# block 1

**src/rtl/piso_shift_serializer_pkg.sv**
```systemverilog
// rtl/piso_shift_serializer_pkg.sv - shared constants for the parallel-in serial-out serializer
//
// Purpose: state encoding and shift-direction codes used by the serializer
//          and by anything that drives its dir input.
// Contents:
//   state_t       : 1-bit FSM state (ST_IDLE, ST_SHIFT)
//   DIR_MSB_FIRST : dir code, shift left, bit WIDTH-1 goes out first
//   DIR_LSB_FIRST : dir code, shift right, bit 0 goes out first
package piso_shift_serializer_pkg;

    typedef enum logic {
        ST_IDLE  = 1'b0,
        ST_SHIFT = 1'b1
    } state_t;

    localparam logic DIR_MSB_FIRST = 1'b0;
    localparam logic DIR_LSB_FIRST = 1'b1;

endpackage

```
**src/rtl/piso_shift_serializer.sv**
```systemverilog
// rtl/piso_shift_serializer.sv - parallel word to valid/ready bit stream, MSB- or LSB-first
//
// Purpose: accepts one WIDTH-bit word per in_valid/in_ready handshake and
//          emits it one bit per ser_valid/ser_ready handshake. The shift
//          order is captured with the word and held for the whole word.
// Ports:
//   clk        : rising-edge clock
//   rst_n      : synchronous active-low reset
//   in_valid   : upstream word present
//   in_ready   : block can accept a word (IDLE)
//   in_data    : parallel word
//   dir        : 0 = MSB-first, 1 = LSB-first; sampled at accept only
//   ser_out    : current serial bit (0 while idle)
//   ser_valid  : ser_out is meaningful (SHIFT)
//   ser_ready  : downstream takes the bit
//   last       : current bit is the final bit of the word
//   done       : one-cycle pulse the cycle after the final bit handshake
module piso_shift_serializer
    import piso_shift_serializer_pkg::*;
#(
    parameter  int WIDTH = 4,
    localparam int CNT_W = $clog2(WIDTH)
) (
    input  logic             clk,
    input  logic             rst_n,
    input  logic             in_valid,
    output logic             in_ready,
    input  logic [WIDTH-1:0] in_data,
    input  logic             dir,
    output logic             ser_out,
    output logic             ser_valid,
    input  logic             ser_ready,
    output logic             last,
    output logic             done
);

    localparam logic [CNT_W-1:0] CNT_LAST = CNT_W'(WIDTH - 1);

    state_t           state;
    logic [WIDTH-1:0] shreg;
    logic [CNT_W-1:0] cnt;
    logic             dir_q;

    // Handshake flags and serial outputs decode straight from the state
    // register so they change only on a clock edge.
    assign in_ready  = (state == ST_IDLE);
    assign ser_valid = (state == ST_SHIFT);
    assign last      = (state == ST_SHIFT) && (cnt == CNT_LAST);

    always_comb begin
        ser_out = 1'b0;
        if (state == ST_SHIFT) begin
            ser_out = (dir_q == DIR_LSB_FIRST) ? shreg[0] : shreg[WIDTH-1];
        end
    end

    always_ff @(posedge clk) begin
        if (!rst_n) begin
            state <= ST_IDLE;
            shreg <= '0;
            cnt   <= '0;
            dir_q <= DIR_MSB_FIRST;
            done  <= 1'b0;
        end else begin
            done <= 1'b0;
            case (state)
                ST_IDLE: begin
                    if (in_valid) begin
                        shreg <= in_data;
                        dir_q <= dir;
                        cnt   <= '0;
                        state <= ST_SHIFT;
                    end
                end
                ST_SHIFT: begin
                    // Without ser_ready everything holds, so ser_out is stable
                    // under backpressure. in_valid/in_data/dir are ignored here.
                    if (ser_ready) begin
                        if (dir_q == DIR_LSB_FIRST) begin
                            shreg <= shreg >> 1;
                        end else begin
                            shreg <= shreg << 1;
                        end
                        if (cnt == CNT_LAST) begin
                            // Final bit: return to IDLE; the next word can only
                            // be accepted on the following edge.
                            state <= ST_IDLE;
                            cnt   <= '0;
                            done  <= 1'b1;
                        end else begin
                            cnt <= cnt + 1'b1;
                        end
                    end
                end
                default: begin
                    state <= ST_IDLE;
                end
            endcase
        end
    end

endmodule

```
**config.mk**
```make
export PLATFORM = sky130hd
export DESIGN_NAME = piso_shift_serializer
export DESIGN_NICKNAME = d
export VERILOG_FILES = /design/src/rtl/piso_shift_serializer_pkg.sv /design/src/rtl/piso_shift_serializer.sv
export SDC_FILE = /design/constraint.sdc
export NUM_CORES = 1
export LEC_CHECK = 0
export CAP_MARGIN = 5
export CORE_AREA = 2 2 39 41
export DETAILED_ROUTE_END_ITERATION = 6
export DIE_AREA = 0 0 41 43
export GPL_TIMING_DRIVEN = 0
export SLEW_MARGIN = 40
export SYNTH_ARGS = -nofsm -noshare
export SYNTH_HDL_FRONTEND = slang
export SYNTH_SLANG_ARGS = --single-unit
```
**constraint.sdc**
```tcl
create_clock -name clk -period 1.5 [get_ports clk]
set_input_delay 0.3 -clock clk [delete_from_list [all_inputs] [get_ports clk]]
set_output_delay 0.3 -clock clk [all_outputs]
set_load 0.03 [all_outputs]
```
# block 2

**src/rtl/uart_pkg.sv**
```systemverilog
// Shared definitions for the UART receiver with output FIFO.
//
// Contents:
//   UART_DATA_BITS       - payload bits per frame (8)
//   CLKS_PER_BIT_DEFAULT - default bit period in clk cycles (100 MHz / 115200)
//   uart_state_e         - receiver FSM state encoding
//   even_parity()        - parity bit that makes the total count of ones even
//
// Build option: UART_RX_PARITY_EN adds the StParity state (8E1 frames).
package uart_pkg;

    localparam int unsigned UART_DATA_BITS       = 8;
    localparam int unsigned CLKS_PER_BIT_DEFAULT = 868;

    typedef enum logic [2:0] {
        StIdle,
        StStart,
        StData,
`ifdef UART_RX_PARITY_EN
        StParity,
`endif
        StStop,
        StWaitIdle
    } uart_state_e;

    function automatic logic even_parity(input logic [UART_DATA_BITS-1:0] data);
        return ^data;
    endfunction

endpackage

```
**src/rtl/uart_rx_fifo_if.sv**
```systemverilog
// Byte stream handshake between the UART receiver FIFO and its consumer.
//
// Signals:
//   out_data  - head byte of the receive FIFO
//   out_valid - FIFO holds at least one byte
//   out_ready - consumer accepts the head byte this cycle
//
// Modports: master (receiver side), slave (consumer side).
interface uart_rx_fifo_if;
    import uart_pkg::*;

    logic [UART_DATA_BITS-1:0] out_data;
    logic                      out_valid;
    logic                      out_ready;

    modport master (
        output out_data,
        output out_valid,
        input  out_ready
    );

    modport slave (
        input  out_data,
        input  out_valid,
        output out_ready
    );

endinterface

```
**src/rtl/sync_fifo.sv**
```systemverilog
// Single-clock FIFO with power-of-two depth.
//
// Parameters:
//   Width - entry width in bits
//   Depth - number of entries, power of two, at least 2
//
// Ports:
//   clk_i, rst_ni - clock, asynchronous active-low reset
//   push_i        - write data_i; accepted when not full, or when full with a pop
//   data_i        - write data
//   pop_i         - remove the head entry (ignored when empty)
//   data_o        - head entry, stable until popped
//   empty_o       - no entries stored
//   full_o        - Depth entries stored
module sync_fifo #(
    parameter int unsigned Width = 8,
    parameter int unsigned Depth = 4
) (
    input  logic             clk_i,
    input  logic             rst_ni,
    input  logic             push_i,
    input  logic [Width-1:0] data_i,
    input  logic             pop_i,
    output logic [Width-1:0] data_o,
    output logic             empty_o,
    output logic             full_o
);

    localparam int unsigned AddrW = (Depth > 1) ? $clog2(Depth) : 1;
    localparam logic [AddrW:0] PtrOne = {{AddrW{1'b0}}, 1'b1};

    // Pointers carry one extra bit so that full and empty differ only in the MSB.
    logic [AddrW:0]   wr_ptr_q, wr_ptr_d;
    logic [AddrW:0]   rd_ptr_q, rd_ptr_d;
    logic [Width-1:0] mem_q [Depth];
    logic             wr_en;
    logic             rd_en;

    assign empty_o = (wr_ptr_q == rd_ptr_q);
    assign full_o  = (wr_ptr_q[AddrW] != rd_ptr_q[AddrW]) &&
                     (wr_ptr_q[AddrW-1:0] == rd_ptr_q[AddrW-1:0]);

    // When full, the write slot equals the head slot; a simultaneous pop frees it.
    assign wr_en = push_i && (!full_o || pop_i);
    assign rd_en = pop_i && !empty_o;

    assign data_o = mem_q[rd_ptr_q[AddrW-1:0]];

    always_comb begin
        wr_ptr_d = wr_ptr_q;
        rd_ptr_d = rd_ptr_q;
        if (wr_en) begin
            wr_ptr_d = wr_ptr_q + PtrOne;
        end
        if (rd_en) begin
            rd_ptr_d = rd_ptr_q + PtrOne;
        end
    end

    always_ff @(posedge clk_i or negedge rst_ni) begin
        if (!rst_ni) begin
            wr_ptr_q <= '0;
            rd_ptr_q <= '0;
        end else begin
            wr_ptr_q <= wr_ptr_d;
            rd_ptr_q <= rd_ptr_d;
        end
    end

    // Storage is cleared on reset so the head output reads zero while empty.
    always_ff @(posedge clk_i or negedge rst_ni) begin
        if (!rst_ni) begin
            for (int i = 0; i < int'(Depth); i++) begin
                mem_q[i] <= '0;
            end
        end else if (wr_en) begin
            mem_q[wr_ptr_q[AddrW-1:0]] <= data_i;
        end
    end

endmodule

```
**src/rtl/uart_rx_fifo.sv**
```systemverilog
// UART receiver (8N1, or 8E1 with UART_RX_PARITY_EN) feeding a byte FIFO.
//
// Parameters:
//   CLKS_PER_BIT - clk cycles per UART bit, 4..65535
//   FIFO_DEPTH   - receive FIFO entries, power of two, 2..16
//
// Ports:
//   clk         - system clock
//   rst_n       - asynchronous active-low reset
//   uart_rx     - asynchronous serial input, idle high
//   out_if      - byte stream to the consumer (out_data/out_valid/out_ready)
//   framing_err - one-cycle pulse: stop bit sampled low, byte dropped
//   overrun_err - one-cycle pulse: good byte dropped, FIFO full
//   parity_err  - one-cycle pulse: even parity mismatch, byte dropped
//                 (constant 0 unless UART_RX_PARITY_EN is defined)
//
// Build option: UART_RX_PARITY_EN inserts a parity bit between data and stop.
module uart_rx_fifo
    import uart_pkg::*;
#(
    parameter int unsigned CLKS_PER_BIT = CLKS_PER_BIT_DEFAULT,
    parameter int unsigned FIFO_DEPTH   = 4
) (
    input  logic           clk,
    input  logic           rst_n,
    input  logic           uart_rx,
    uart_rx_fifo_if.master out_if,
    output logic           framing_err,
    output logic           overrun_err,
    output logic           parity_err
);

    localparam int unsigned CntW = 16;
    localparam logic [CntW-1:0] CntOne   = {{(CntW-1){1'b0}}, 1'b1};
    localparam logic [CntW-1:0] HalfBit  = CntW'(CLKS_PER_BIT / 2);
    localparam logic [CntW-1:0] FullBit  = CntW'(CLKS_PER_BIT - 1);
    localparam logic [2:0]      LastBit  = 3'(UART_DATA_BITS - 1);

    // Two-flop synchronizer; resets to the idle line level.
    logic [1:0] sync_q;
    logic       rx_s;
    logic       rx_prev_q;

    always_ff @(posedge clk or negedge rst_n) begin
        if (!rst_n) begin
            sync_q    <= 2'b11;
            rx_prev_q <= 1'b1;
        end else begin
            sync_q    <= {sync_q[0], uart_rx};
            rx_prev_q <= sync_q[1];
        end
    end

    assign rx_s = sync_q[1];

    uart_state_e               state_q;
    logic [CntW-1:0]           cnt_q;
    logic [2:0]                bit_idx_q;
    logic [UART_DATA_BITS-1:0] shift_q;
`ifdef UART_RX_PARITY_EN
    logic                      par_bad_q;
`endif

    logic fifo_empty;
    logic fifo_full;
    logic stop_sample;
    logic push;
    logic pop;

    // The push strobe is taken straight from the stop-bit sample so the FIFO
    // writes on the closing edge of that cycle and out_valid follows one cycle later.
    assign stop_sample = (state_q == StStop) && (cnt_q == '0);
`ifdef UART_RX_PARITY_EN
    assign push = stop_sample && rx_s && !par_bad_q;
`else
    assign push = stop_sample && rx_s;
`endif
    assign pop = out_if.out_valid && out_if.out_ready;

    assign out_if.out_valid = !fifo_empty;

`ifndef UART_RX_PARITY_EN
    assign parity_err = 1'b0;
`endif

    always_ff @(posedge clk or negedge rst_n) begin
        if (!rst_n) begin
            state_q     <= StIdle;
            cnt_q       <= '0;
            bit_idx_q   <= '0;
            shift_q     <= '0;
            framing_err <= 1'b0;
            overrun_err <= 1'b0;
`ifdef UART_RX_PARITY_EN
            par_bad_q   <= 1'b0;
            parity_err  <= 1'b0;
`endif
        end else begin
            framing_err <= 1'b0;
            overrun_err <= push && fifo_full && !pop;
`ifdef UART_RX_PARITY_EN
            parity_err  <= 1'b0;
`endif
            case (state_q)
                StIdle: begin
                    if (rx_prev_q && !rx_s) begin
                        state_q <= StStart;
                        cnt_q   <= HalfBit;
                    end
                end
                StStart: begin
                    if (cnt_q != '0) begin
                        cnt_q <= cnt_q - CntOne;
                    end else if (!rx_s) begin
                        state_q   <= StData;
                        cnt_q     <= FullBit;
                        bit_idx_q <= '0;
                    end else begin
                        // Line went back high before mid start bit: a glitch.
                        state_q <= StIdle;
                    end
                end
                StData: begin
                    if (cnt_q != '0) begin
                        cnt_q <= cnt_q - CntOne;
                    end else begin
                        shift_q <= {rx_s, shift_q[UART_DATA_BITS-1:1]};
                        cnt_q   <= FullBit;
                        if (bit_idx_q == LastBit) begin
`ifdef UART_RX_PARITY_EN
                            state_q <= StParity;
`else
                            state_q <= StStop;
`endif
                        end else begin
                            bit_idx_q <= bit_idx_q + 3'd1;
                        end
                    end
                end
`ifdef UART_RX_PARITY_EN
                StParity: begin
                    if (cnt_q != '0) begin
                        cnt_q <= cnt_q - CntOne;
                    end else begin
                        par_bad_q <= (even_parity(shift_q) != rx_s);
                        cnt_q     <= FullBit;
                        state_q   <= StStop;
                    end
                end
`endif
                StStop: begin
                    if (cnt_q != '0) begin
                        cnt_q <= cnt_q - CntOne;
                    end else if (!rx_s) begin
                        // Framing wins over parity so only one error fires per frame.
                        framing_err <= 1'b1;
                        state_q     <= StWaitIdle;
                    end else begin
`ifdef UART_RX_PARITY_EN
                        parity_err  <= par_bad_q;
`endif
                        state_q     <= StIdle;
                    end
                end
                StWaitIdle: begin
                    // Hold here through a break; a fresh start needs the line high first.
                    if (rx_s) begin
                        state_q <= StIdle;
                    end
                end
                default: begin
                    state_q <= StIdle;
                end
            endcase
        end
    end

    sync_fifo #(
        .Width(UART_DATA_BITS),
        .Depth(FIFO_DEPTH)
    ) u_fifo (
        .clk_i  (clk),
        .rst_ni (rst_n),
        .push_i (push),
        .data_i (shift_q),
        .pop_i  (pop),
        .data_o (out_if.out_data),
        .empty_o(fifo_empty),
        .full_o (fifo_full)
    );

endmodule

```
**src/flat_wrapper.sv**
```systemverilog
// flat-port wrapper written by rule: the top's interface ports become plain ports
module uart_rx_fifo_flat import uart_pkg::*;
#(
    parameter int unsigned CLKS_PER_BIT = CLKS_PER_BIT_DEFAULT,
    parameter int unsigned FIFO_DEPTH   = 4
)
  (clk, rst_n, uart_rx, framing_err, overrun_err, parity_err, out_if_out_data, out_if_out_valid, out_if_out_ready);
  uart_rx_fifo_if out_if_i ();
  input  logic clk;
  input  logic rst_n;
  input  logic uart_rx;
  output logic framing_err;
  output logic overrun_err;
  output logic parity_err;
  output wire logic [$bits(out_if_i.out_data)-1:0] out_if_out_data;
  output wire logic [$bits(out_if_i.out_valid)-1:0] out_if_out_valid;
  input wire logic [$bits(out_if_i.out_ready)-1:0] out_if_out_ready;
  assign out_if_out_data = out_if_i.out_data;
  assign out_if_out_valid = out_if_i.out_valid;
  assign out_if_i.out_ready = out_if_out_ready;
  uart_rx_fifo #(.CLKS_PER_BIT(CLKS_PER_BIT), .FIFO_DEPTH(FIFO_DEPTH)) u_core (.clk(clk), .rst_n(rst_n), .uart_rx(uart_rx), .out_if(out_if_i), .framing_err(framing_err), .overrun_err(overrun_err), .parity_err(parity_err));
endmodule
```
**config.mk**
```make
export PLATFORM = sky130hd
export DESIGN_NAME = uart_rx_fifo_flat
export DESIGN_NICKNAME = d
export VERILOG_FILES = /design/src/rtl/uart_pkg.sv /design/src/rtl/uart_rx_fifo_if.sv /design/src/rtl/sync_fifo.sv /design/src/rtl/uart_rx_fifo.sv /design/src/flat_wrapper.sv
export SDC_FILE = /design/constraint.sdc
export NUM_CORES = 1
export LEC_CHECK = 0
export ABC_CLOCK_PERIOD_IN_PS = 2700
export CAP_MARGIN = 40
export CORE_ASPECT_RATIO = 1.4
export CORE_MARGIN = 2
export CORE_UTILIZATION = 60
export DETAILED_ROUTE_END_ITERATION = 10
export PLACE_DENSITY_LB_ADDON = 0.3
export RECOVER_POWER = 25
export SKIP_CTS_REPAIR_TIMING = 1
export SLEW_MARGIN = 10
export SYNTH_ARGS = -nofsm -noshare
export SYNTH_HDL_FRONTEND = slang
export SYNTH_SLANG_ARGS = --single-unit
```
**constraint.sdc**
```tcl
create_clock -name clk -period 2.7 [get_ports clk]
set_clock_uncertainty 0.2 [all_clocks]
set_input_delay 0.54 -clock clk [delete_from_list [all_inputs] [get_ports clk]]
set_output_delay 0.54 -clock clk [all_outputs]
set_load 0.1 [all_outputs]
```
# block 3

<file path="src/rtl/audio_src_if.sv">
// audio_src_if: valid/ready handshake carrying one audio sample from a source to the scheduler.
interface audio_src_if #(parameter int DATA_W = 16);
    logic              valid;
    logic [DATA_W-1:0] data;
    logic              ready;
    modport master (output valid, data, input ready);
    modport slave (input valid, data, output ready);
endinterface

</file>
<file path="src/rtl/audio_src_scheduler.sv">
// audio_src_scheduler: frame-synchronous round-robin sample scheduler for the PT8211 DAC driver.
// Optional SOFT_MUTE_EN macro ramps mute attenuation over 16 frames instead of hard muting.
module audio_src_scheduler #(
    parameter int FRAME_CYCLES = 128,
    parameter int DATA_W       = 16,
    parameter bit HOLD_LAST    = 1'b1
) (
    input  logic              clk_27mhz,
    input  logic              reset,
    input  logic              enable,
    input  logic              mute,
    audio_src_if.slave        src0,
    audio_src_if.slave        src1,
    output logic [DATA_W-1:0] audio_data_out,
    output logic              frame_tick,
    output logic [1:0]        grant,
    output logic [15:0]       underrun_cnt
);
    localparam int CW = $clog2(FRAME_CYCLES);
    localparam logic [CW-1:0] FETCH_CNT = CW'(FRAME_CYCLES - 2);
    localparam logic [CW-1:0] LOAD_CNT  = CW'(FRAME_CYCLES - 1);
    typedef enum logic {IDLE, RUN} state_t;
    state_t            state, state_n;
    logic [CW-1:0]     cnt;
    logic              pref;
    logic [DATA_W-1:0] staging, out_n;
    logic [1:0]        fetch_grant;
    logic              active, fetch, load, g0, g1;

    always_ff @(posedge clk_27mhz) state <= reset ? IDLE : state_n;

    // pref=1 means src1 wins a tie; it flips only on a real grant
    always_comb begin
        state_n = enable ? RUN : IDLE;
        active  = (state == RUN) && enable;
        fetch   = active && (cnt == FETCH_CNT);
        load    = active && (cnt == LOAD_CNT);
        g0      = fetch && src0.valid && (!src1.valid || !pref);
        g1      = fetch && src1.valid && (!src0.valid || pref);
    end

    assign src0.ready = g0;
    assign src1.ready = g1;

    always_ff @(posedge clk_27mhz) begin
        if (reset) begin
            cnt            <= '0;
            pref           <= 1'b0;
            staging        <= '0;
            fetch_grant    <= 2'b00;
            audio_data_out <= '0;
            grant          <= 2'b00;
            frame_tick     <= 1'b0;
            underrun_cnt   <= 16'd0;
        end else begin
            cnt        <= active ? ((cnt == LOAD_CNT) ? '0 : cnt + CW'(1)) : '0;
            frame_tick <= load;
            if (fetch) begin
                fetch_grant <= {g1, g0};
                staging     <= g0 ? src0.data : g1 ? src1.data : HOLD_LAST ? staging : '0;
                if (g0 || g1)
                    pref <= g0;
                else if (underrun_cnt != 16'hFFFF)
                    underrun_cnt <= underrun_cnt + 16'd1;
            end
            if (load) begin
                audio_data_out <= out_n;
                grant          <= fetch_grant;
            end
        end
    end

`ifdef SOFT_MUTE_EN
    logic [4:0] atten, atten_n;
    // the attenuation applied at a frame boundary is the already-stepped value
    always_comb begin
        atten_n = mute ? ((atten == 5'd16) ? atten : atten + 5'd1)
                       : ((atten == 5'd0) ? atten : atten - 5'd1);
        out_n   = (atten_n == 5'd16) ? '0 : $unsigned($signed(staging) >>> atten_n);
    end

    always_ff @(posedge clk_27mhz) begin
        if (reset)
            atten <= 5'd0;
        else if (load)
            atten <= atten_n;
    end
`else
    always_comb out_n = mute ? '0 : staging;
`endif
endmodule

</file>
<file path="src/flat_wrapper.sv">
// flat-port wrapper written by rule: the top's interface ports become plain ports
module audio_src_scheduler_flat 
#(
    parameter int FRAME_CYCLES = 128,
    parameter int DATA_W       = 16,
    parameter bit HOLD_LAST    = 1'b1
)
  (clk_27mhz, reset, enable, mute, audio_data_out, frame_tick, grant, underrun_cnt, src0_valid, src0_data, src0_ready, src1_valid, src1_data, src1_ready);
  audio_src_if #(.DATA_W(DATA_W)) src0_i ();
  audio_src_if #(.DATA_W(DATA_W)) src1_i ();
  input  logic clk_27mhz;
  input  logic reset;
  input  logic enable;
  input  logic mute;
  output logic [DATA_W-1:0] audio_data_out;
  output logic frame_tick;
  output logic [1:0] grant;
  output logic [15:0] underrun_cnt;
  input wire logic [$bits(src0_i.valid)-1:0] src0_valid;
  input wire logic [$bits(src0_i.data)-1:0] src0_data;
  output wire logic [$bits(src0_i.ready)-1:0] src0_ready;
  input wire logic [$bits(src1_i.valid)-1:0] src1_valid;
  input wire logic [$bits(src1_i.data)-1:0] src1_data;
  output wire logic [$bits(src1_i.ready)-1:0] src1_ready;
  assign src0_i.valid = src0_valid;
  assign src0_i.data = src0_data;
  assign src0_ready = src0_i.ready;
  assign src1_i.valid = src1_valid;
  assign src1_i.data = src1_data;
  assign src1_ready = src1_i.ready;
  audio_src_scheduler #(.FRAME_CYCLES(FRAME_CYCLES), .DATA_W(DATA_W), .HOLD_LAST(HOLD_LAST)) u_core (.clk_27mhz(clk_27mhz), .reset(reset), .enable(enable), .mute(mute), .src0(src0_i), .src1(src1_i), .audio_data_out(audio_data_out), .frame_tick(frame_tick), .grant(grant), .underrun_cnt(underrun_cnt));
endmodule
</file>
<file path="config.mk">
export PLATFORM = sky130hd
export DESIGN_NAME = audio_src_scheduler_flat
export DESIGN_NICKNAME = d
export VERILOG_FILES = /design/src/rtl/audio_src_if.sv /design/src/rtl/audio_src_scheduler.sv /design/src/flat_wrapper.sv
export SDC_FILE = /design/constraint.sdc
export NUM_CORES = 1
export LEC_CHECK = 0
export CAP_MARGIN = 25
export CORE_UTILIZATION = 51
export CTS_BUF_LIST = sky130_fd_sc_hd__clkbuf_4 sky130_fd_sc_hd__clkbuf_8 sky130_fd_sc_hd__clkbuf_16
export CTS_CLUSTER_SIZE = 14
export DETAILED_ROUTE_END_ITERATION = 7
export PLACE_DENSITY = 0.84
export SLEW_MARGIN = 30
export SYNTH_ARGS = -nofsm -noshare
export SYNTH_HDL_FRONTEND = slang
export SYNTH_SLANG_ARGS = --single-unit
</file>
<file path="constraint.sdc">
create_clock -name clk_27mhz -period 4.78 [get_ports clk_27mhz]
set_clock_uncertainty 0.05 [all_clocks]
set_input_delay 0.717 -clock clk_27mhz [delete_from_list [all_inputs] [get_ports clk_27mhz]]
set_output_delay 0.717 -clock clk_27mhz [all_outputs]
set_load 0.01 [all_outputs]
</file>
# block 4

--- src/rtl/qspi_psram_ctrl.sv ---
// QSPI PSRAM initiator: turns single-word core-bus requests into quad-mode
// PSRAM transactions ('h35 once after reset, then 'hEB read / 'h38 write).
// SCK runs at clk/2. Every output is registered and updated on entry to the
// SCK low phase. Read nibbles are sampled on the clk edge that ends the high
// phase.
module qspi_psram_ctrl #(
    parameter int DUMMY_RD = 6,
    parameter int DUMMY_WR = 0
) (
    input  logic        clk_i,
    input  logic        rst_i,
    input  logic        req_valid_i,
    output logic        req_ready_o,
    input  logic        req_we_i,
    input  logic [23:0] req_adr_i,
    input  logic [1:0]  req_len_i,
    input  logic [31:0] req_wdat_i,
    output logic        rsp_valid_o,
    output logic [31:0] rsp_rdat_o,
    output logic        init_done_o,
    output logic        sck_o,
    output logic        cs_on,
    output logic [3:0]  sdo_o,
    output logic [3:0]  sdoe_o,
    input  logic [3:0]  sdi_i
);
    localparam logic [2:0] S_INIT  = 3'd0;
    localparam logic [2:0] S_IDLE  = 3'd1;
    localparam logic [2:0] S_CMD   = 3'd2;
    localparam logic [2:0] S_ADR   = 3'd3;
    localparam logic [2:0] S_DUMMY = 3'd4;
    localparam logic [2:0] S_WDATA = 3'd5;
    localparam logic [2:0] S_RDATA = 3'd6;
    localparam logic [2:0] S_TRAIL = 3'd7;

    localparam logic [7:0] CMD_QPI = 8'h35;
    localparam logic [7:0] CMD_RD  = 8'hEB;
    localparam logic [7:0] CMD_WR  = 8'h38;

    logic [2:0]  state_reg;
    logic [7:0]  cnt_reg;      // SCK index within the current state
    logic        fresh_reg;    // first step after reset: enter INIT without advancing
    logic        we_reg;
    logic [1:0]  len_reg;
    logic [23:0] adr_reg;
    logic [31:0] wdat_reg;
    logic [31:0] rbuf_reg;

    logic [7:0]  dummy_len;
    logic [2:0]  data_state;
    logic [7:0]  seg_len;
    logic [2:0]  seg_next;
    logic        seg_last;
    logic [2:0]  ent_state;
    logic [7:0]  ent_cnt;
    logic        ent_cs;
    logic [3:0]  ent_sdo;
    logic [3:0]  ent_sdoe;
    logic [7:0]  cmd_byte;
    logic [4:0]  ad_base;
    logic [4:0]  wd_base;
    logic [4:0]  rd_base;
    logic [31:0] rbuf_next;

    assign dummy_len  = we_reg ? 8'(DUMMY_WR) : 8'(DUMMY_RD);
    assign data_state = we_reg ? S_WDATA : S_RDATA;
    // The command is chosen on the accept edge, before we_reg is loaded.
    assign cmd_byte   = ((state_reg == S_IDLE) ? req_we_i : we_reg) ? CMD_WR : CMD_RD;
    // Address goes out high nibble first; data bytes go out in address order,
    // each high nibble first.
    assign ad_base    = 5'd20 - {ent_cnt[2:0], 2'b00};
    assign wd_base    = {ent_cnt[2:1], ~ent_cnt[0], 2'b00};
    assign rd_base    = {cnt_reg[2:1], ~cnt_reg[0], 2'b00};

    // Length in SCK periods of the current state, and the state that follows it.
    always_comb begin
        seg_len  = 8'd1;
        seg_next = S_IDLE;
        case (state_reg)
            S_INIT:  begin seg_len = 8'd8; seg_next = S_TRAIL; end
            S_CMD:   begin seg_len = 8'd8; seg_next = S_ADR; end
            S_ADR:   begin
                seg_len  = 8'd6;
                seg_next = (dummy_len == 8'd0) ? data_state : S_DUMMY;
            end
            S_DUMMY: begin seg_len = dummy_len; seg_next = data_state; end
            S_WDATA, S_RDATA: begin
                seg_len  = {5'd0, len_reg, 1'b0} + 8'd2;
                seg_next = S_TRAIL;
            end
            default: begin seg_len = 8'd1; seg_next = S_IDLE; end
        endcase
    end

    assign seg_last = (cnt_reg == seg_len - 8'd1);

    // State and SCK index to enter on the next low phase.
    always_comb begin
        ent_state = state_reg;
        ent_cnt   = cnt_reg + 8'd1;
        if (state_reg == S_IDLE) begin
            ent_state = S_CMD;
            ent_cnt   = 8'd0;
        end else if (fresh_reg) begin
            ent_cnt   = 8'd0;
        end else if (seg_last) begin
            ent_state = seg_next;
            ent_cnt   = 8'd0;
        end
    end

    // Pin values presented during the low phase being entered.
    always_comb begin
        ent_cs   = 1'b0;
        ent_sdo  = 4'h0;
        ent_sdoe = 4'h0;
        case (ent_state)
            S_INIT:  begin ent_sdo = {3'b000, CMD_QPI[3'd7 - ent_cnt[2:0]]}; ent_sdoe = 4'b0001; end
            S_CMD:   begin ent_sdo = {3'b000, cmd_byte[3'd7 - ent_cnt[2:0]]}; ent_sdoe = 4'b0001; end
            S_ADR:   begin ent_sdo = adr_reg[ad_base +: 4]; ent_sdoe = 4'b1111; end
            S_WDATA: begin ent_sdo = wdat_reg[wd_base +: 4]; ent_sdoe = 4'b1111; end
            S_DUMMY, S_RDATA: ent_cs = 1'b0;
            default: ent_cs = 1'b1;
        endcase
    end

    // Read buffer with the nibble sampled at the end of this high phase merged in.
    always_comb begin
        rbuf_next = rbuf_reg;
        rbuf_next[rd_base +: 4] = sdi_i;
    end

    // Sequencer: accept in IDLE, otherwise alternate SCK low/high phases.
    always_ff @(posedge clk_i) begin
        if (rst_i) begin
            state_reg   <= S_INIT;
            cnt_reg     <= 8'd0;
            fresh_reg   <= 1'b1;
            we_reg      <= 1'b0;
            len_reg     <= 2'd0;
            adr_reg     <= 24'd0;
            wdat_reg    <= 32'd0;
            rbuf_reg    <= 32'd0;
            sck_o       <= 1'b0;
            cs_on       <= 1'b1;
            sdo_o       <= 4'h0;
            sdoe_o      <= 4'h0;
            req_ready_o <= 1'b0;
            rsp_valid_o <= 1'b0;
            rsp_rdat_o  <= 32'd0;
            init_done_o <= 1'b0;
        end else begin
            rsp_valid_o <= 1'b0;
            if (state_reg == S_IDLE) begin
                if (req_valid_i && req_ready_o) begin
                    we_reg      <= req_we_i;
                    len_reg     <= req_len_i;
                    adr_reg     <= req_adr_i;
                    wdat_reg    <= req_wdat_i;
                    rbuf_reg    <= 32'd0;
                    req_ready_o <= 1'b0;
                    state_reg   <= ent_state;
                    cnt_reg     <= ent_cnt;
                    cs_on       <= ent_cs;
                    sdo_o       <= ent_sdo;
                    sdoe_o      <= ent_sdoe;
                end
            end else if (fresh_reg || sck_o) begin
                fresh_reg <= 1'b0;
                sck_o     <= 1'b0;
                state_reg <= ent_state;
                cnt_reg   <= ent_cnt;
                cs_on     <= ent_cs;
                sdo_o     <= ent_sdo;
                sdoe_o    <= ent_sdoe;
                if (!fresh_reg) begin
                    if (state_reg == S_RDATA) begin
                        rbuf_reg <= rbuf_next;
                        if (seg_last) begin
                            rsp_rdat_o <= rbuf_next;
                        end
                    end
                    if ((state_reg == S_WDATA || state_reg == S_RDATA) && ent_state == S_TRAIL) begin
                        rsp_valid_o <= 1'b1;
                    end
                    if (ent_state == S_IDLE) begin
                        init_done_o <= 1'b1;
                        req_ready_o <= 1'b1;
                    end
                end
            end else begin
                sck_o <= 1'b1;
            end
        end
    end
endmodule

--- config.mk ---
export PLATFORM = sky130hd
export DESIGN_NAME = qspi_psram_ctrl
export DESIGN_NICKNAME = d
export VERILOG_FILES = /design/src/rtl/qspi_psram_ctrl.sv
export SDC_FILE = /design/constraint.sdc
export NUM_CORES = 1
export LEC_CHECK = 0
export ABC_CLOCK_PERIOD_IN_PS = 6330
export CAP_MARGIN = 20
export CORE_AREA = 2 2 112 114
export CTS_CLUSTER_SIZE = 14
export DETAILED_ROUTE_END_ITERATION = 8
export DIE_AREA = 0 0 114 116
export GPL_TIMING_DRIVEN = 0
export PLACE_DENSITY_LB_ADDON = 0.12
export SYNTH_ARGS = -nofsm -noshare
export SYNTH_HDL_FRONTEND = slang
export SYNTH_SLANG_ARGS = --single-unit
--- constraint.sdc ---
create_clock -name clk_i -period 6.33 [get_ports clk_i]
set_input_delay 1.266 -clock clk_i [delete_from_list [all_inputs] [get_ports clk_i]]
set_output_delay 1.266 -clock clk_i [all_outputs]
set_load 0.02 [all_outputs]
**Block 3: routing congestion**

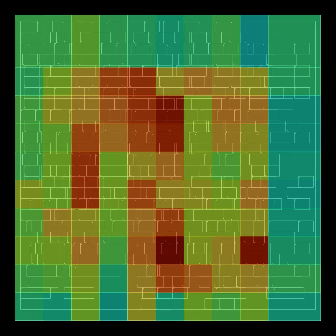
M1 GR Usage: 28.87%
final design utilization: 71.48%
GRT Max-Usage Layer: met2

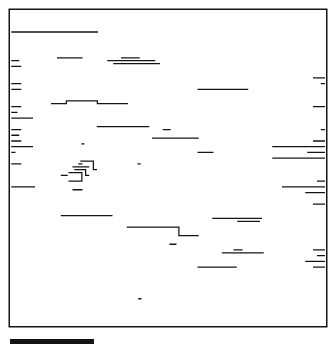
**Above:** block 3 (metal 3).
The bar under the picture is 20 um long.
wire length on this layer: 308 um
nets with wire on the layer: 48
share of all routed wire: 4.9%
longest straight run: 20.2 um
main direction: horizontal
GR Layer Usage met3: 7.631%
Via Count: 2,369
final WL: 6316 um

==> impl_metrics.env, block 3 <==
# yosys + openroad results
export IMPL_comb_cells=188
export IMPL_grtUsageMet2_pct=37.74
export IMPL_grt_pass1_vias=2075
export IMPL_die_width_um=74.92
export IMPL_ys_sh_aoi_pct=18.41
export IMPL_ys_sh_simple_pct=19.84
export IMPL_postSynthSeqShare_pct=45.78
export IMPL_worstHoldStart="u_core.fetch_grant[0]"
export IMPL_reg2reg_from="u_core.cnt[5]"
export IMPL_finalHoldViolCount=0
export IMPL_num_fill_cells=408
export IMPL_synth_top_cell_by_count="dfxtp_1"
export IMPL_cts_reportedPaths_clkPinSlew_ps=70
export IMPL_power_uw=1088
export IMPL_comb_area_share_pct=35.98
export IMPL_antennaDiodeCount=0
export IMPL_top_regs="u_core.audio_data_out (16), u_core.staging (16), u_core.underrun_cnt (16)"
export IMPL_ys_flop_type="dfxtp_1"
export IMPL_track_usage_pct=23.40
export IMPL_dp_worst_setup_slack_ps=1494
export IMPL_fp_dieH_um=74.92
export IMPL_leakage_uw=0.001307
export IMPL_timing_fmax_ghz=0.3020
export IMPL_clkbuf_count=10
export IMPL_cts_hold_buf=0
export IMPL_rsz0062_at_grt="false"
export IMPL_setup_ws_ps=1469
export IMPL_setup_worst_path_end_class="primary output"
export IMPL_buf_share_pct=20.90
export IMPL_start_kind="primary input"
export IMPL_hold_depth=2
export IMPL_worstPathRequired_ps=4010
export IMPL_cp_max_fo=7
export IMPL_crit_buf_inv=3
export IMPL_drive_above_1_share_pct=9.742
export IMPL_path_depth=6
export IMPL_ys_warn_count=0
export IMPL_clockBufferDepth=2
export IMPL_wl_per_cell_um=15.07
export IMPL_numPortBuffers=74
export IMPL_drtIter0Drc=123
export IMPL_drtPass1Iterations=4
export IMPL_muxShareOfSynthArea_pct=7.060
export IMPL_synth_logic_top_family="simple AND/OR/NAND/NOR gates"
export IMPL_ys_ff=62
export IMPL_outcome="finished clean"
export IMPL_worst_path_dominant_cell_family="buffers and inverters"
export IMPL_r2r_end="u_core.underrun_cnt[3]"
export IMPL_reg2reg_depth=4
export IMPL_placed_area_mm2=0.003428
export IMPL_fin_nets=385
export IMPL_grt_max_degree=43
export IMPL_dp_cells=403
export IMPL_cp_startpoint="enable"
export IMPL_warnings=27
export IMPL_fin_setup_tns_ps=0
export IMPL_yosys_cells=277
-- block 3: power breakdown --
| group | switching (uW) | internal (uW) | total (uW) | leakage (uW) |
|---|---|---|---|---|
| Combinational | 21.7 | 36.0 | 57.6 | 0.000699 |
| Sequential | 0.463 | 517 | 518 | 0.000499 |
| Clock | 207 | 306 | 513 | 0.000108 |
| Total | 229 | 859 | 1090 | 0.00131 |
-- block 3: routing by layer --
metal | up-vias | wire [um]
met5 | - | 0
met4 | 0 | 139
met3 | 15 | 308
met2 | 73 | 3234
met1 | 1122 | 2633
li1 | 1159 | -
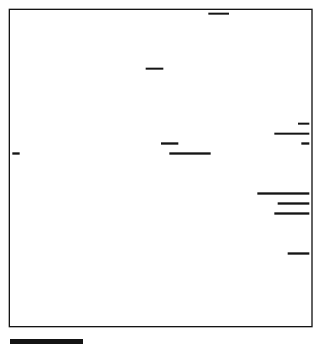
**Above:** block 1 (metal 3).
The bar under the picture is 10 um long.
main direction: horizontal
wire length on this layer: 37.2 um
final WL: 907 um
Via Count: 416
GR Layer Usage met3: 4.712%

==> impl_metrics.env, block 1 <==
# yosys + openroad results
export IMPL_nNonClkInverters=2
export IMPL_hold_depth=2
export IMPL_cts_tree="done"
export IMPL_postSynthSeqShare_pct=41.26
export IMPL_warnings=27
export IMPL_whs_ps=480.2
export IMPL_track_usage_pct=12.08
export IMPL_fp_dieArea_mm2=0.001763
export IMPL_power_density_mw_per_mm2=920.5
export IMPL_post_cts_buffers=0
export IMPL_ys_warn_count=0
export IMPL_clkbuf_count=4
export IMPL_yosys_area_um2=436.7
export IMPL_placed_area_um2=589.3
export IMPL_synth_top_cell_by_count="dfxtp_1"
export IMPL_p_seq_share_pct=47.0
export IMPL_top_cells_by_count="dfxtp_1, o21ai_0, a21oi_1, nor2_1"
export IMPL_r2r_slack_ps=330
export IMPL_setup_worst_path_end_class="primary output"
export IMPL_taps=16
export IMPL_cts_buffers=3
export IMPL_holdPathEnd="cnt[0]"
export IMPL_detailed_place_hpwl_um=656
export IMPL_max_stage_delay_ps=330
export IMPL_edf_count=0
export IMPL_reg2reg_depth=4
export IMPL_vdd_drop_max_v=0.0003362
export IMPL_power_uw=564.3
export IMPL_yosys_cells=50
export IMPL_fp_coreArea_mm2=0.001384
export IMPL_syn_area_um2=436.7
export IMPL_wl_per_cell_um=10.93
export IMPL_ff_count=9
export IMPL_top_cell_area_share_pct=41.26
export IMPL_p_sw_uw=151.2
export IMPL_rsz0062_at_grt="false"
export IMPL_drive_above_1_share_pct=23.88
export IMPL_r2r_end="shreg[2]"
export IMPL_seq_share_pct=29.59
export IMPL_fin_nets=78
export IMPL_timing_fmax_ghz=0.6974
export IMPL_async_reset_ff_share_pct=0
export IMPL_io_pins=14
export IMPL_stdcell_area_um2=613.1
export IMPL_cp_endpoint="ser_out"
export IMPL_synthToLayoutAreaGrowth_pct=40.40
export IMPL_synth_logic_top_family="simple AND/OR/NAND/NOR gates"
export IMPL_xor_share_pct=0
export IMPL_fa_ha_area_share_pct=2.865
export IMPL_num_fill_cells=155
export IMPL_cts_reportedPaths_clkPinSlew_ps=60
export IMPL_ys_ff=9
export IMPL_ys_flop_type="dfxtp_1"
export IMPL_fp_util_pct=31.56
export IMPL_outcome="finished clean"
export IMPL_ys_sh_simple_pct=20.63
export IMPL_cts_hold_buf=0
[block 1: logic make-up after synthesis]
kind of cell    count (synthesis)
compound gates                 14
flops                           9
fa+ha+maj                       1
mux                             5
simple gates                   17
buf+inv                         4
[block 1: state kept, by name, indices dropped and copies added, names as in the netlist]
| signal | cells |
|---|---|
| cnt | 2 |
| ser_valid | 1 |
| done | 1 |
| shreg | 4 |
| dir_q | 1 |
[block 1: per-layer routing]
layer	routed length [um]	track usage (%)	share of wire (%)	up-vias
li1	-	-	-	209
met5	0	0	0	-
met2	405	15.94	45	12
met3	37	4.712	4.1	4
met1	435	13.64	48	191
met4	29	12.00	3.2	0
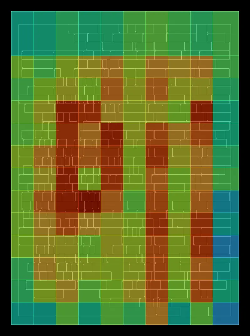
**Above:** block 2 (routing congestion).
GRT Max-Usage Layer: met2
GRT met2 Usage: 40.63%

==> impl_metrics.env, block 2 <==
# yosys + openroad results
export IMPL_gp_congestion=0.8605
export IMPL_detailed_place_hpwl_um=4738
export IMPL_stdcell_area_mm2=0.004224
export IMPL_p_sw_uw=981.1
export IMPL_max_cap_violations=1
export IMPL_placed_area_mm2=0.003993
export IMPL_reg2reg_from="u_core.cnt_q[9]"
export IMPL_crit_type="flop to flop"
export IMPL_drc=0
export IMPL_finalHoldViolCount=0
export IMPL_warnings=30
export IMPL_violations="capacitance limit, slew limit"
export IMPL_ant_nets=0
export IMPL_vdd_drop_max_v=0.0004953
export IMPL_cts_tree="done"
export IMPL_routed_wl_um=7249
export IMPL_syn_inst=290
export IMPL_h_tree_depth=3
export IMPL_outcome="complete, but fails checks"
export IMPL_fin_util_pct=72.04
export IMPL_r2r_slack_ps=120
export IMPL_min_period_ps=2577
export IMPL_dp_cells=370
export IMPL_most_common_layout_cells="dfrtp_1, mux2_4, mux2_2"
export IMPL_fin_nets=324
export IMPL_final_max_slew_viol_count=74
export IMPL_r2r_end="u_core.bit_idx_q[0]"
export IMPL_ys_types=57
export IMPL_grt_pass1_vias=2387
export IMPL_cp_endpoint="u_core.bit_idx_q[0]"
export IMPL_path_cells="nor4_4, nand4_2, or4_1, nor2_1, mux2_2"
export IMPL_fp_coreArea_mm2=0.005863
block 2: cell families after synthesis:
family | share of synthesized area (%)
buf+inv | 2.286
simple gates | 13.48
mux | 20.34
other cells | 0.1023
flops | 49.93
compound gates | 8.567
xor+xnor | 1.672
fa+ha+maj | 3.618
block 2: layout make-up:
type	count	area (um2)
Multi-Input combinational cell	197	1758
Clock inverter	6	112.6
Tap cell	70	87.58
Sequential cell	73	1831
Timing Repair Buffer	22	277.8
Fill cell	387	1639
Clock buffer	10	127.6
Inverter	8	30.03
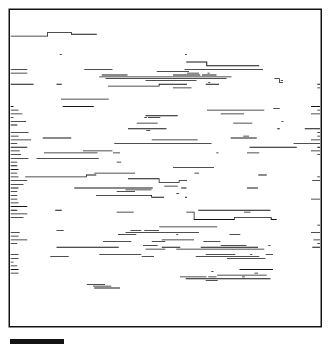
**Above:** block 4 (metal 3).
The bar under the picture is 20 um long.
longest straight run: 48.3 um
main direction: horizontal
wire length on this layer: 1,370 um
final WL: 19,120 um
GR Layer Usage met3: 6.433%
Via Count: 6,741

==> impl_metrics.env, block 4 <==
# yosys + openroad results
export IMPL_outcome="finished clean"
export IMPL_pg_comb_uw=123
export IMPL_num_fill_cells=957
export IMPL_top_area_cell_class="logic gates"
export IMPL_finalCritPeriodShare_pct=56.50
export IMPL_ys_flop_type="dfxtp_1"
export IMPL_syn_area_per_cell_um2=7.888
export IMPL_clock_power_share_pct=49.4
export IMPL_track_usage_pct=30.05
export IMPL_postSynthSeqShare_pct=42.89
export IMPL_clk_share_pct=7.011
export IMPL_muxShareOfSynthArea_pct=5.838
export IMPL_finalHoldViolCount=0
export IMPL_maxUsedRoutingLayer="met4"
export IMPL_cp_max_fo=10
export IMPL_clockRootBuffer="clkbuf_16"
export IMPL_clockBufferDepth=2
export IMPL_max_cap_violations=0
export IMPL_start_kind="flop"
export IMPL_stdcell_area_mm2=0.008673
export IMPL_comb_area_share_pct=41.45
export IMPL_taps=147
export IMPL_fp_coreArea_mm2=0.01191
export IMPL_ant_nets=0
export IMPL_async_reset_ff_share_pct=0
export IMPL_crit_buf_inv=1
export IMPL_syn_area_mm2=0.006815
export IMPL_comb_area_mm2=0.003595
export IMPL_drtPass1Iterations=5
export IMPL_n_all_buffers=177
export IMPL_grt_pass1_vias=6370
export IMPL_cts_buffers=17
export IMPL_xor_share_pct=1.138
==> block 4: worst paths after layout <==
check | startpoint | cells after the start | endpoint
max | state_reg[2] | 11 | sdo_o[0]
min | adr_reg[19] | 2 | adr_reg[19]
max reg2reg | state_reg[2] | 11 | sdo_o[0]
min reg2reg | adr_reg[19] | 2 | adr_reg[19]
==> block 4: metrics by stage <==
stage | util [%] | power, uW | cells
after detailed placement | 67.67 | 1064 | 1117
after global routing | 72.82 | 2119 | 1149
final | 72.82 | 2071 | 1149
after global placement | 67.67 | 1064 | 1117
after CTS | 72.77 | 2069 | 1148
after floorplan | - | 997.7 | 864

==> layout pictures side by side <==
Logic cells by family.
Plate I
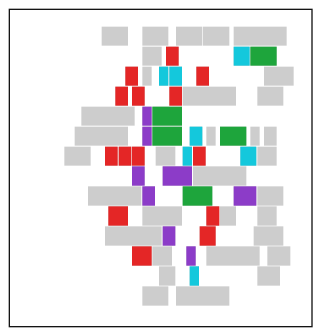
Plate II
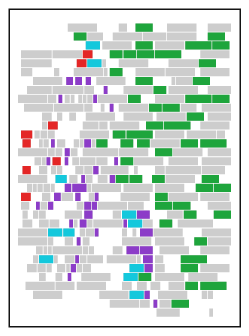
Plate III
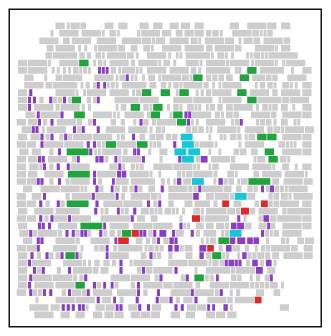
Plate IV
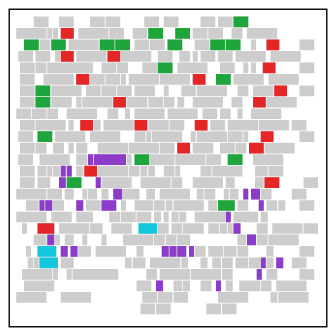
- Plate III = block 4
- Plate I = block 1
- Plate II = block 2
- Plate IV = block 3

Key to Plate I:
[purple] NAND gates | cells: 8 | where: middle
[green] multiplexers | cells: 5
[cyan] NOR gates | cells: 7
[red] inverting AOI/OAI gates | cells: 14



==> screenshots <==
Sequential cells grouped by signal name.
Other sequential cells in the stronger gray, the rest of the logic in the fainter gray.
(a)
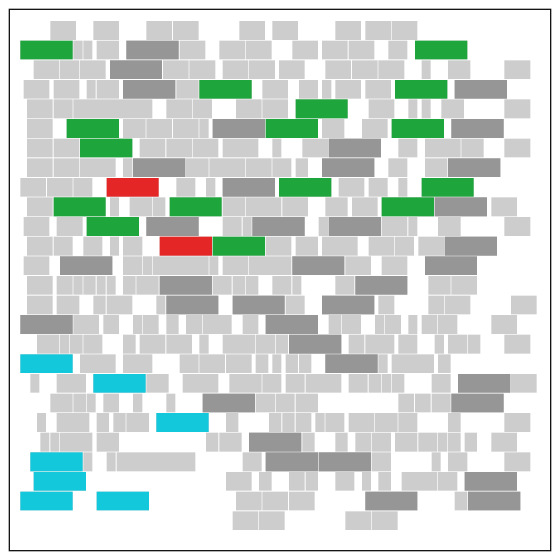
(b)
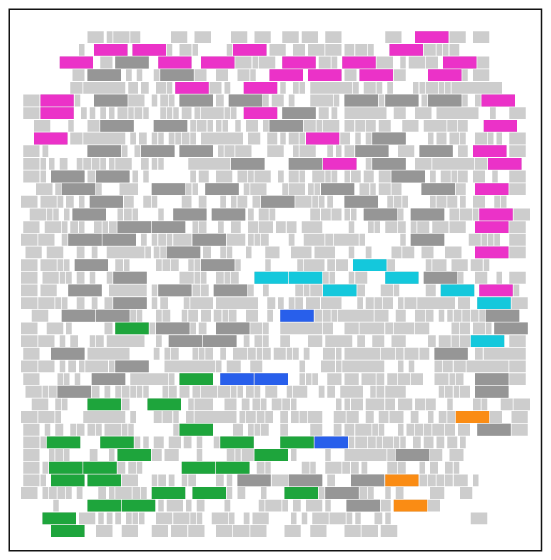
(c)
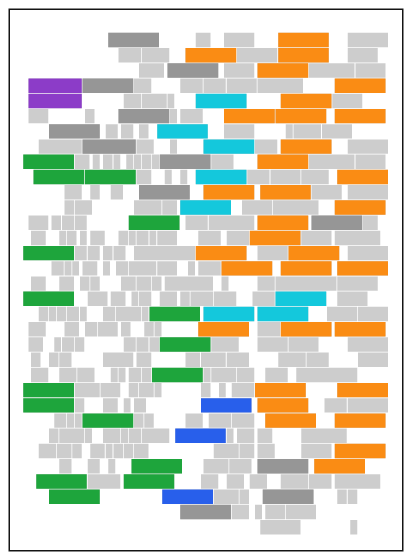
(d)
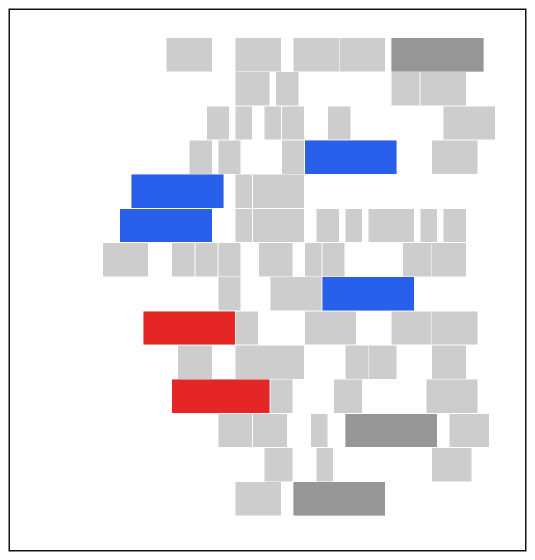
- fewest cells: (d)
(a): block 3
(c): block 2
(b): block 4
(d): block 1

Key to (d):
[blue] `shreg` | flops: 4
[red] `cnt` | flops: 2

Power and IR drop assume default switching activity.
